# vehicle_sensor_conditioner

vehicle_sensor_conditioner/power_grid.png
Pins as bars on the die edge. Tap cells in grey.
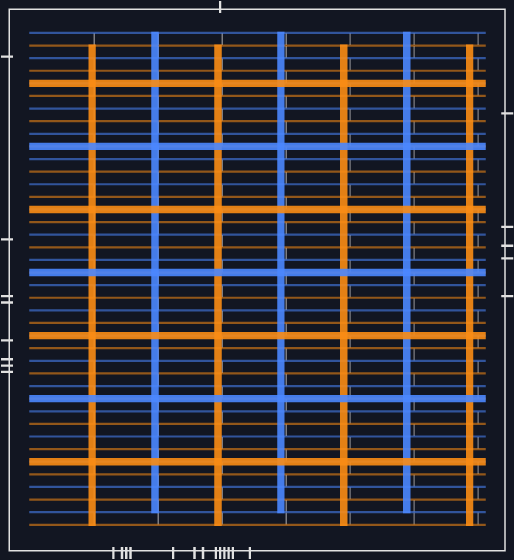

`config.mk`:
```
export PLATFORM = sky130hd
export DESIGN_NAME = vehicle_sensor_conditioner
export DESIGN_NICKNAME = d
export VERILOG_FILES = /design/src/rtl/vehicle_sensor_conditioner.sv
export SDC_FILE = /design/constraint.sdc
export NUM_CORES = 1
export LEC_CHECK = 0
export CAP_MARGIN = 10
export CORE_ASPECT_RATIO = 1.1
export CORE_MARGIN = 4
export CORE_UTILIZATION = 40
export DETAILED_ROUTE_END_ITERATION = 12
export SLEW_MARGIN = 20
export SYNTH_ARGS = -nofsm -noshare
export SYNTH_HDL_FRONTEND = slang
export SYNTH_SLANG_ARGS = --single-unit
export TNS_END_PERCENT = 5
```
`constraint.sdc`:
```
create_clock -name clk -period 2.1 [get_ports clk]
set_input_delay 0.21 -clock clk [delete_from_list [all_inputs] [get_ports clk]]
set_output_delay 0.21 -clock clk [all_outputs]
set_load 0.02 [all_outputs]
```
`src/rtl/vehicle_sensor_conditioner.sv`:
```
// Conditions two raw vehicle-loop detectors into debounced, fault-aware request
// lines, arrival counters and stuck-loop flags for a two-street light controller.

module vsc_street #(
  parameter int unsigned DEBOUNCE_CYCLES = 4,
  parameter int unsigned STUCK_CYCLES    = 64
) (
  input  logic       clk,
  input  logic       rst,
  input  logic       loop_i,
  input  logic       green_i,
  input  logic       clr_i,
  output logic       req_o,
  output logic [7:0] count_o,
  output logic       stuck_o
);

  localparam logic [7:0]  DEB_LAST   = 8'(DEBOUNCE_CYCLES - 1);
  localparam logic [15:0] STUCK_LAST = 16'(STUCK_CYCLES - 1);

  typedef enum logic [1:0] {
    IDLE    = 2'd0,
    PRESENT = 2'd1,
    PENDING = 2'd2,
    STUCK   = 2'd3
  } state_t;

  logic        sync1_q, sync2_q;
  logic        deb_q, deb_d;
  logic [7:0]  dcnt_q, dcnt_d;
  state_t      state_q;
  logic        served_q;
  logic [15:0] pcnt_q;
  logic        req_q, stuck_q;
  logic [7:0]  cnt_q, cnt_d;
  logic        arrive;

  // Stage 1: synchronizer and debounce filter
  always_ff @(posedge clk or posedge rst) begin
    if (rst) begin
      sync1_q <= 1'b0;
      sync2_q <= 1'b0;
      deb_q   <= 1'b0;
      dcnt_q  <= '0;
    end else begin
      sync1_q <= loop_i;
      sync2_q <= sync1_q;
      deb_q   <= deb_d;
      dcnt_q  <= dcnt_d;
    end
  end

  always_comb begin
    deb_d  = deb_q;
    dcnt_d = '0;
    if (sync2_q != deb_q) begin
      if (dcnt_q == DEB_LAST) begin
        deb_d = sync2_q;
      end else begin
        dcnt_d = dcnt_q + 8'd1;
      end
    end
  end

  // Stage 2: occupancy FSM with registered request and fault outputs
  always_ff @(posedge clk or posedge rst) begin
    if (rst) begin
      state_q  <= IDLE;
      served_q <= 1'b0;
      pcnt_q   <= '0;
      req_q    <= 1'b0;
      stuck_q  <= 1'b0;
    end else begin
      case (state_q)
        IDLE: begin
          if (deb_q) begin
            state_q  <= PRESENT;
            served_q <= 1'b0;
            pcnt_q   <= '0;
            req_q    <= 1'b1;
          end
        end
        PRESENT: begin
          if (green_i) served_q <= 1'b1;
          if (!deb_q) begin
            if (served_q || green_i) begin
              state_q <= IDLE;
              req_q   <= 1'b0;
            end else begin
              state_q <= PENDING;
            end
          end else if (pcnt_q == STUCK_LAST) begin
            state_q <= STUCK;
            stuck_q <= 1'b1;
          end else begin
            pcnt_q <= pcnt_q + 16'd1;
          end
        end
        PENDING: begin
          // A returning vehicle wins over a same-cycle green, which is remembered as served
          if (deb_q) begin
            state_q  <= PRESENT;
            served_q <= green_i;
            pcnt_q   <= '0;
          end else if (green_i) begin
            state_q <= IDLE;
            req_q   <= 1'b0;
          end
        end
        STUCK: begin
          if (!deb_q) begin
            state_q <= IDLE;
            req_q   <= 1'b0;
            stuck_q <= 1'b0;
          end
        end
        default: begin
          state_q <= IDLE;
          req_q   <= 1'b0;
          stuck_q <= 1'b0;
        end
      endcase
    end
  end

  assign arrive = deb_q && ((state_q == IDLE) || (state_q == PENDING));

  always_comb begin
    cnt_d = cnt_q;
    if (clr_i) begin
      cnt_d = '0;
    end else if (arrive && (cnt_q != 8'hFF)) begin
      cnt_d = cnt_q + 8'd1;
    end
  end

  always_ff @(posedge clk or posedge rst) begin
    if (rst) begin
      cnt_q <= '0;
    end else begin
      cnt_q <= cnt_d;
    end
  end

  assign req_o   = req_q;
  assign stuck_o = stuck_q;
  assign count_o = cnt_q;

endmodule

module vehicle_sensor_conditioner #(
  parameter int unsigned DEBOUNCE_CYCLES = 4,
  parameter int unsigned STUCK_CYCLES    = 64
) (
  input  logic       clk,
  input  logic       reset,
  input  logic       loop_a,
  input  logic       loop_b,
  input  logic       GA,
  input  logic       GB,
  input  logic       clr_counts,
  output logic       sa,
  output logic       sb,
  output logic [7:0] count_a,
  output logic [7:0] count_b,
  output logic       stuck_a,
  output logic       stuck_b
);

  vsc_street #(
    .DEBOUNCE_CYCLES(DEBOUNCE_CYCLES),
    .STUCK_CYCLES   (STUCK_CYCLES)
  ) u_street_a (
    .clk    (clk),
    .rst    (reset),
    .loop_i (loop_a),
    .green_i(GA),
    .clr_i  (clr_counts),
    .req_o  (sa),
    .count_o(count_a),
    .stuck_o(stuck_a)
  );

  vsc_street #(
    .DEBOUNCE_CYCLES(DEBOUNCE_CYCLES),
    .STUCK_CYCLES   (STUCK_CYCLES)
  ) u_street_b (
    .clk    (clk),
    .rst    (reset),
    .loop_i (loop_b),
    .green_i(GB),
    .clr_i  (clr_counts),
    .req_o  (sb),
    .count_o(count_b),
    .stuck_o(stuck_b)
  );

endmodule

```
# serial_addsub

$ cat src/rtl/serial_addsub.sv
// -----------------------------------------------------------------------------
// serial_addsub
//   Multi-cycle adder/subtractor. Operands are consumed BITS_PER_CYCLE bits per
//   clock, LSB slice first. One registered carry links the slices. Subtraction
//   is a + ~b + 1: b is inverted and the carry is preset to 1 when the operands
//   are captured.
//
//   A request is taken when start is high in IDLE or DONE. The unit then spends
//   N = WIDTH/BITS_PER_CYCLE cycles in RUN (busy=1) and one cycle in DONE
//   (done=1). A start seen during DONE is accepted back-to-back.
//
// Ports
//   clk        in   1      rising-edge clock
//   rst_n      in   1      asynchronous active-low reset
//   start      in   1      request, sampled in IDLE/DONE only
//   sub        in   1      0 = a+b, 1 = a-b (sampled with start)
//   a, b       in   WIDTH  operands (sampled with start)
//   busy       out  1      high while the operation runs
//   done       out  1      one-cycle result-valid pulse
//   sum        out  WIDTH  result, held from done until the next accepted start
//   carry_out  out  1      carry out of the MSB (subtract: 1 = no borrow)
//   overflow   out  1      two's-complement overflow
// -----------------------------------------------------------------------------
module serial_addsub #(
  parameter int WIDTH          = 8,
  parameter int BITS_PER_CYCLE = 1
) (
  input  logic             clk,
  input  logic             rst_n,
  input  logic             start,
  input  logic             sub,
  input  logic [WIDTH-1:0] a,
  input  logic [WIDTH-1:0] b,
  output logic             busy,
  output logic             done,
  output logic [WIDTH-1:0] sum,
  output logic             carry_out,
  output logic             overflow
);

  localparam int BPC   = BITS_PER_CYCLE;
  localparam int N     = WIDTH / BPC;
  localparam int CNT_W = (N > 1) ? $clog2(N) : 1;

  // Refuse to elaborate with a width the slicing cannot cover exactly.
  if (WIDTH < 2 || BPC < 1 || (WIDTH % BPC) != 0) begin : g_bad_params
    $error("serial_addsub: WIDTH must be >= 2 and divisible by BITS_PER_CYCLE");
  end

  typedef enum logic [1:0] {
    S_IDLE,
    S_RUN,
    S_DONE
  } state_t;

  state_t             r_state;
  state_t             w_next_state;
  logic [WIDTH-1:0]   r_a;
  logic [WIDTH-1:0]   r_b;
  logic [WIDTH-1:0]   r_sum;
  logic               r_carry;
  logic               r_ovf;
  logic [CNT_W-1:0]   r_cnt;

  logic               w_accept;
  logic               w_last;
  logic [BPC:0]       w_slice;
  logic               w_msb_cin;
  logic [WIDTH-1:0]   w_slice_ext;

  // A start is only considered when no operation is in flight.
  assign w_accept = start && (r_state != S_RUN);
  assign w_last   = (r_cnt == CNT_W'(N - 1));

  // The operand registers shift right each cycle, so the slice being worked on
  // is always at the bottom.
  assign w_slice = {1'b0, r_a[BPC-1:0]} + {1'b0, r_b[BPC-1:0]} + (BPC + 1)'(r_carry);

  // Carry into the top bit of the slice, recovered from that bit's own sum:
  // s = a ^ b ^ cin, so cin = a ^ b ^ s. On the final slice this is the carry
  // into the operand MSB, and it works for any slice width, including 1.
  assign w_msb_cin = r_a[BPC-1] ^ r_b[BPC-1] ^ w_slice[BPC-1];

  // New slice result enters at the top of the sum register. After N shifts the
  // first (LSB) slice has moved down to bit 0.
  assign w_slice_ext = WIDTH'(w_slice[BPC-1:0]) << (WIDTH - BPC);

  // NOTE: state registers use non-blocking assignments so every flop samples
  // the values from before the edge, independent of statement order.
  always_ff @(posedge clk or negedge rst_n) begin
    if (!rst_n) begin
      r_state <= S_IDLE;
    end else begin
      r_state <= w_next_state;
    end
  end

  // NOTE: the default assignment comes first, so every path through the case
  // drives w_next_state and no latch is inferred.
  always_comb begin
    w_next_state = r_state;
    case (r_state)
      S_IDLE:  if (start) w_next_state = S_RUN;
      S_RUN:   if (w_last) w_next_state = S_DONE;
      S_DONE:  w_next_state = start ? S_RUN : S_IDLE;
      default: w_next_state = S_IDLE;
    endcase
  end

  // NOTE: the operand, carry and counter registers are flops, not a memory
  // array, so they are cleared by reset along with the visible outputs. An
  // abandoned operation therefore leaves nothing behind.
  always_ff @(posedge clk or negedge rst_n) begin
    if (!rst_n) begin
      r_a     <= '0;
      r_b     <= '0;
      r_sum   <= '0;
      r_carry <= 1'b0;
      r_ovf   <= 1'b0;
      r_cnt   <= '0;
    end else if (w_accept) begin
      r_a     <= a;
      r_b     <= b ^ {WIDTH{sub}};
      r_carry <= sub;
      r_sum   <= '0;
      r_ovf   <= 1'b0;
      r_cnt   <= '0;
    end else if (r_state == S_RUN) begin
      r_a     <= r_a >> BPC;
      r_b     <= r_b >> BPC;
      r_sum   <= (r_sum >> BPC) | w_slice_ext;
      r_carry <= w_slice[BPC];
      // Only the value from the final slice is meaningful; earlier ones are
      // overwritten before done.
      r_ovf   <= w_msb_cin ^ w_slice[BPC];
      r_cnt   <= r_cnt + CNT_W'(1);
    end
  end

  assign busy      = (r_state == S_RUN);
  assign done      = (r_state == S_DONE);
  assign sum       = r_sum;
  assign carry_out = r_carry;
  assign overflow  = r_ovf;

endmodule
$ cat config.mk
export PLATFORM = sky130hd
export DESIGN_NAME = serial_addsub
export DESIGN_NICKNAME = d
export VERILOG_FILES = /design/src/rtl/serial_addsub.sv
export SDC_FILE = /design/constraint.sdc
export NUM_CORES = 1
export LEC_CHECK = 0
export CORE_MARGIN = 4
export CORE_UTILIZATION = 55
export DETAILED_ROUTE_END_ITERATION = 10
export HOLD_SLACK_MARGIN = 0.05
export PLACE_DENSITY_LB_ADDON = 0.12
export SYNTH_ARGS = -nofsm -noshare
export SYNTH_HDL_FRONTEND = slang
export SYNTH_SLANG_ARGS = --single-unit
$ cat constraint.sdc
create_clock -name clk -period 2.8 [get_ports clk]
set_input_delay 0.42 -clock clk [delete_from_list [all_inputs] [get_ports clk]]
set_output_delay 0.42 -clock clk [all_outputs]
set_load 0.05 [all_outputs]

==> notes/layouts.md <==
Pictures saved along the way, in no particular order.

Cells coloured by class.
The bar under the picture is 20 um long. Fill, decap, tap and diode cells in grey.
Plate I
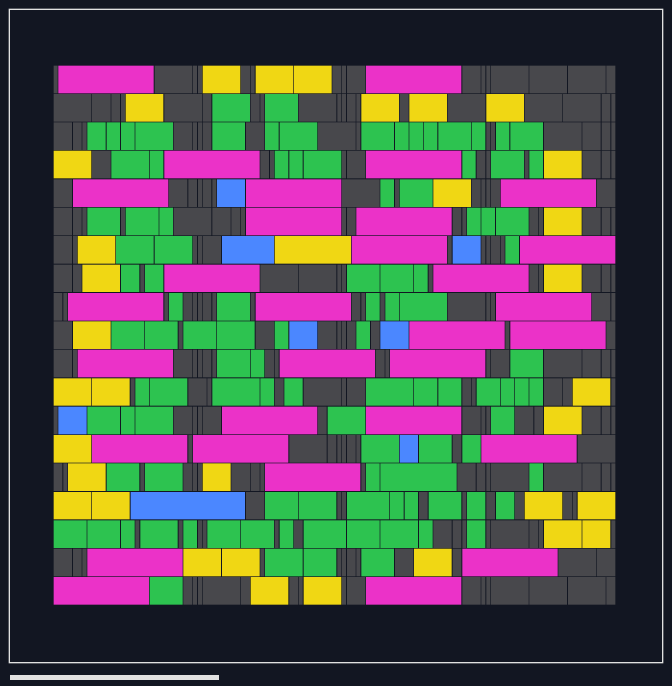
Plate II
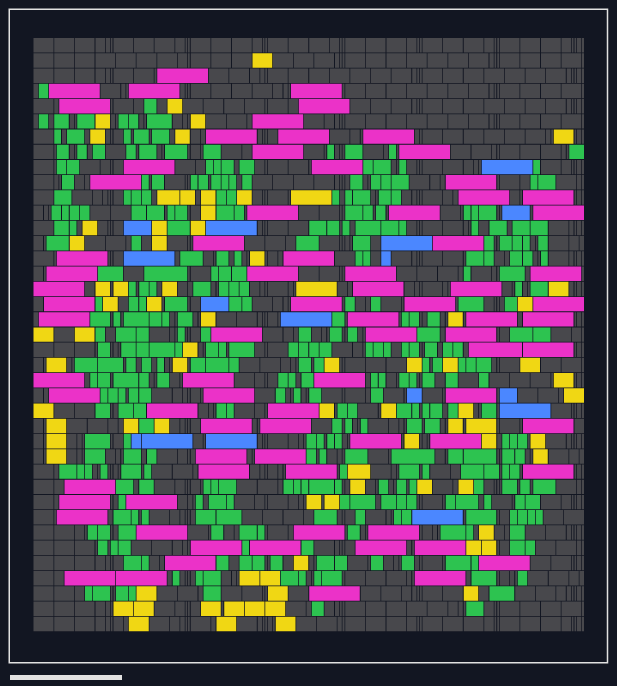
Of these, most cells: Plate II
Of these, largest die: Plate II
Plate I -> serial_addsub
Plate II -> vehicle_sensor_conditioner

serial_addsub/power_grid.png
Pins as bars on the die edge. Tap cells in grey.
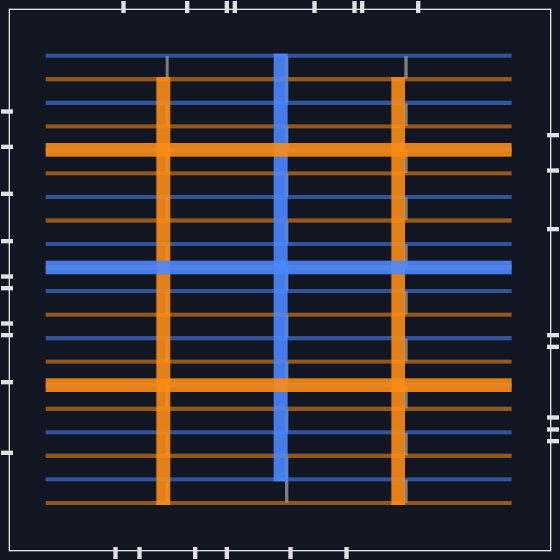
| colour | net |
|---|---|
| orange | VSS |
| blue | VDD |
tap cells: 31
met4 straps: 3
signal pins: 32
maximum vdd drop: 0.957 mV
Die Width: 62.4 um
Core Area: 0.00278 mm2

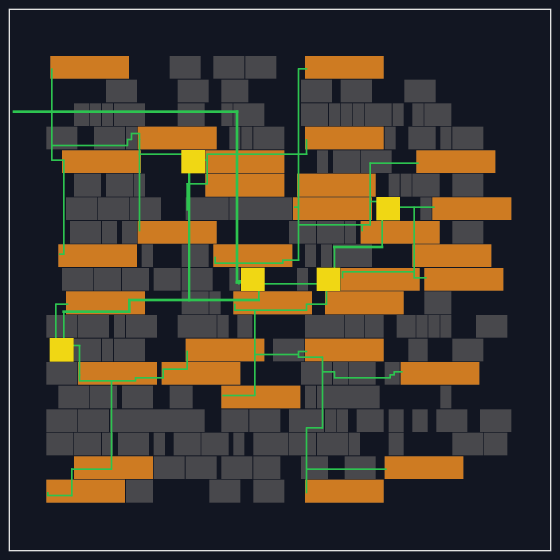
serial_addsub/clk_routes.png
[yellow] clock drivers | count: 5
[orange] flip-flops | count: 31
[green] clock wires | length: 397 um
flops lie: widely spread
Clk network pwr share: 0.161
Worst Skew: 0.0130 ns
clk latency of the worst-skew pair: 0.32 ns

==> ci_impl_report.md, serial_addsub <==
### Yosys + OpenROAD results

| Metric | Value |
|---|---|
| Outcome | complete, no violations |
| Post-CTS resize count | 0 |
| Combinational cell power | 1150 uW |
| Crit-path cells | nand2b_1, inv_8, clkdlybuf4s50_1 |
| Combinational gates | 100 |
| Area after DPL | 0.00189 mm2 |
| Arrival @ worst endpoint | 1.96 ns |
| Switching pwr | 990 uW |
| Setup TNS | 0 ns |
| P_int | 1290 uW |
| Post-Layout Cell Count | 209 |
| Layout clock buffers | 6 |
| Count leader, synth | nand2_1 |
| Vias per cell | 5.28 |
serial_addsub: layer usage:
| metal | vias to the layer above | global-route usage | share of wire |
|---|---|---|---|
| li1 | 548 | - | - |
| met3 | 4 | 0.0594 | 0.060 |
| met4 | 0 | 0.0557 | 0.013 |
| met2 | 29 | 0.264 | 0.52 |
| met1 | 523 | 0.186 | 0.41 |
| met5 | - | 0 | 0 |
serial_addsub: worst reg2reg max path, delay by kind of cell, from the launching register on:
kind / cells / cell delay [ns]
AND-OR/OR-AND: 1 / 0.12
buffers and inverters: 2 / 0.62
flip-flops: 1 / 0.38
AND/OR/NAND/NOR: 2 / 0.46
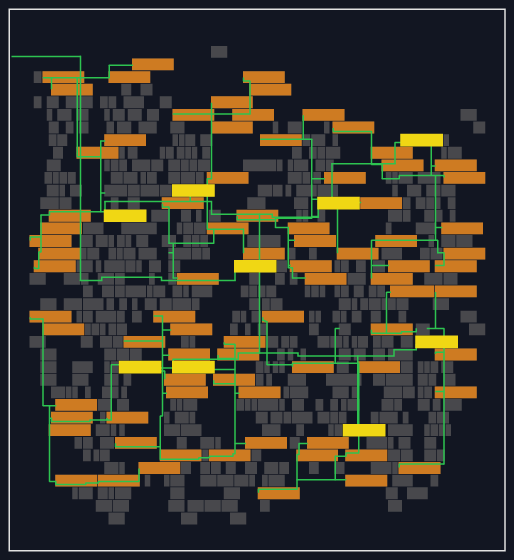
vehicle_sensor_conditioner/clk_routes.png
[orange] flip-flops | count: 80
[green] clock wires | length: 1100 um
[yellow] clock drivers | count: 9
routed clock nets: 10
clk latency of the worst-skew pair: 0.34 ns
Worst Skew: 0.00448 ns
Clk. pwr: 1520 uW
Clk network pwr share: 0.252

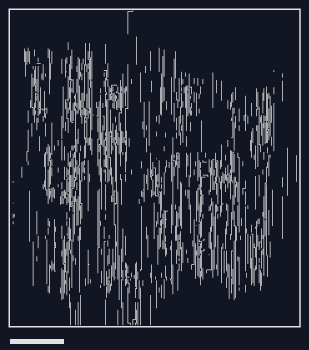
vehicle_sensor_conditioner/layer_met2.png
The bar under the picture is 20 um long.
longest straight run: 32.3 um
wire length on this layer: 4810 um
main direction: vertical
vias: 3605
final WL: 9620 um
GR met2 Demand/Resource: 0.292

Notes on vehicle_sensor_conditioner/power_grid.png above:
| colour | net |
|---|---|
| blue | VDD |
| orange | VSS |
met1 rails: 40
met5 straps: 7
signal pins: 27
rows: 39
Core Area: 0.0104 mm2
maximum vdd drop: 0.661 mV

==> ci_impl_report.md, vehicle_sensor_conditioner <==
### Yosys + OpenROAD results

| Metric | Value |
|---|---|
| Outcome | finished, violations left |
| Clk sinks | 80 |
| FF-to-FF path depth | 5 |
| Setup WS post-layout | -0.0171 ns |
| Largest class | combinational gates |
| Seq pwr share | 0.321 |
| CTS root buffer | clkbuf_16 |
| Post-Layout Cell Count | 675 |
| Failing checks | negative setup slack |
| Standard-cell rows | 39 |
| Ao+oa area frac | 0.156 |
| Post-CTS resize count | 3 |
| Place WS | -0.190 ns |
| Biggest regs | u_street_a.pcnt_q x16, u_street_b.pcnt_q x16 |
| Switch share | 0.364 |
| Slowest cell on crit path | or4_4 |
| Area after DPL | 0.00505 mm2 |
| Final setup fails | 2 |
| Comb/total area | 0.404 |
| DRC | 0 |
==> vehicle_sensor_conditioner: cells by family after synthesis <==
family / count (synthesis)
simple gates: 182
compound gates: 107
flops: 80
buf+inv: 29
xor+xnor: 25
fa+ha+maj: 16
mux: 11
==> vehicle_sensor_conditioner: routing by layer <==
metal | up-vias | global-route usage | share of wire
met5 | - | 0 | 0
met4 | 0 | 0.0537 | 0.014
met3 | 13 | 0.0470 | 0.032
met2 | 53 | 0.292 | 0.50
met1 | 1765 | 0.202 | 0.45
li1 | 1774 | - | -


## Gallery

Placement view.
picture 1
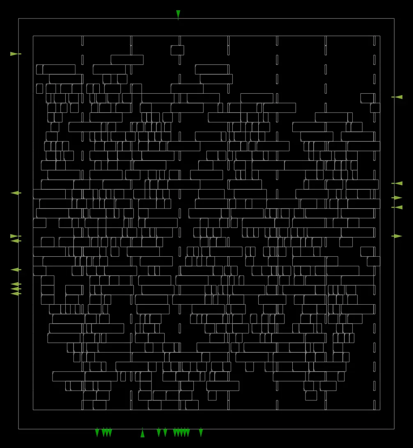
picture 2
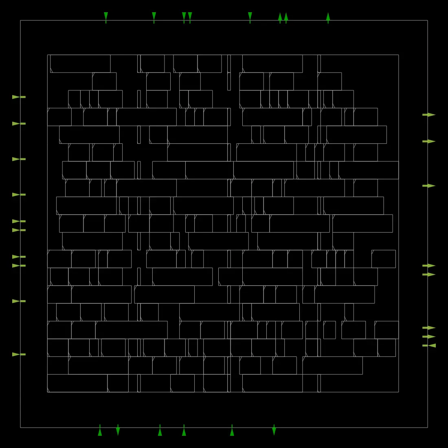
Of these, most cells: picture 1
- picture 2 = serial_addsub
- picture 1 = vehicle_sensor_conditioner

Power figures rest on the tool's default switching activity, not on a simulated workload.
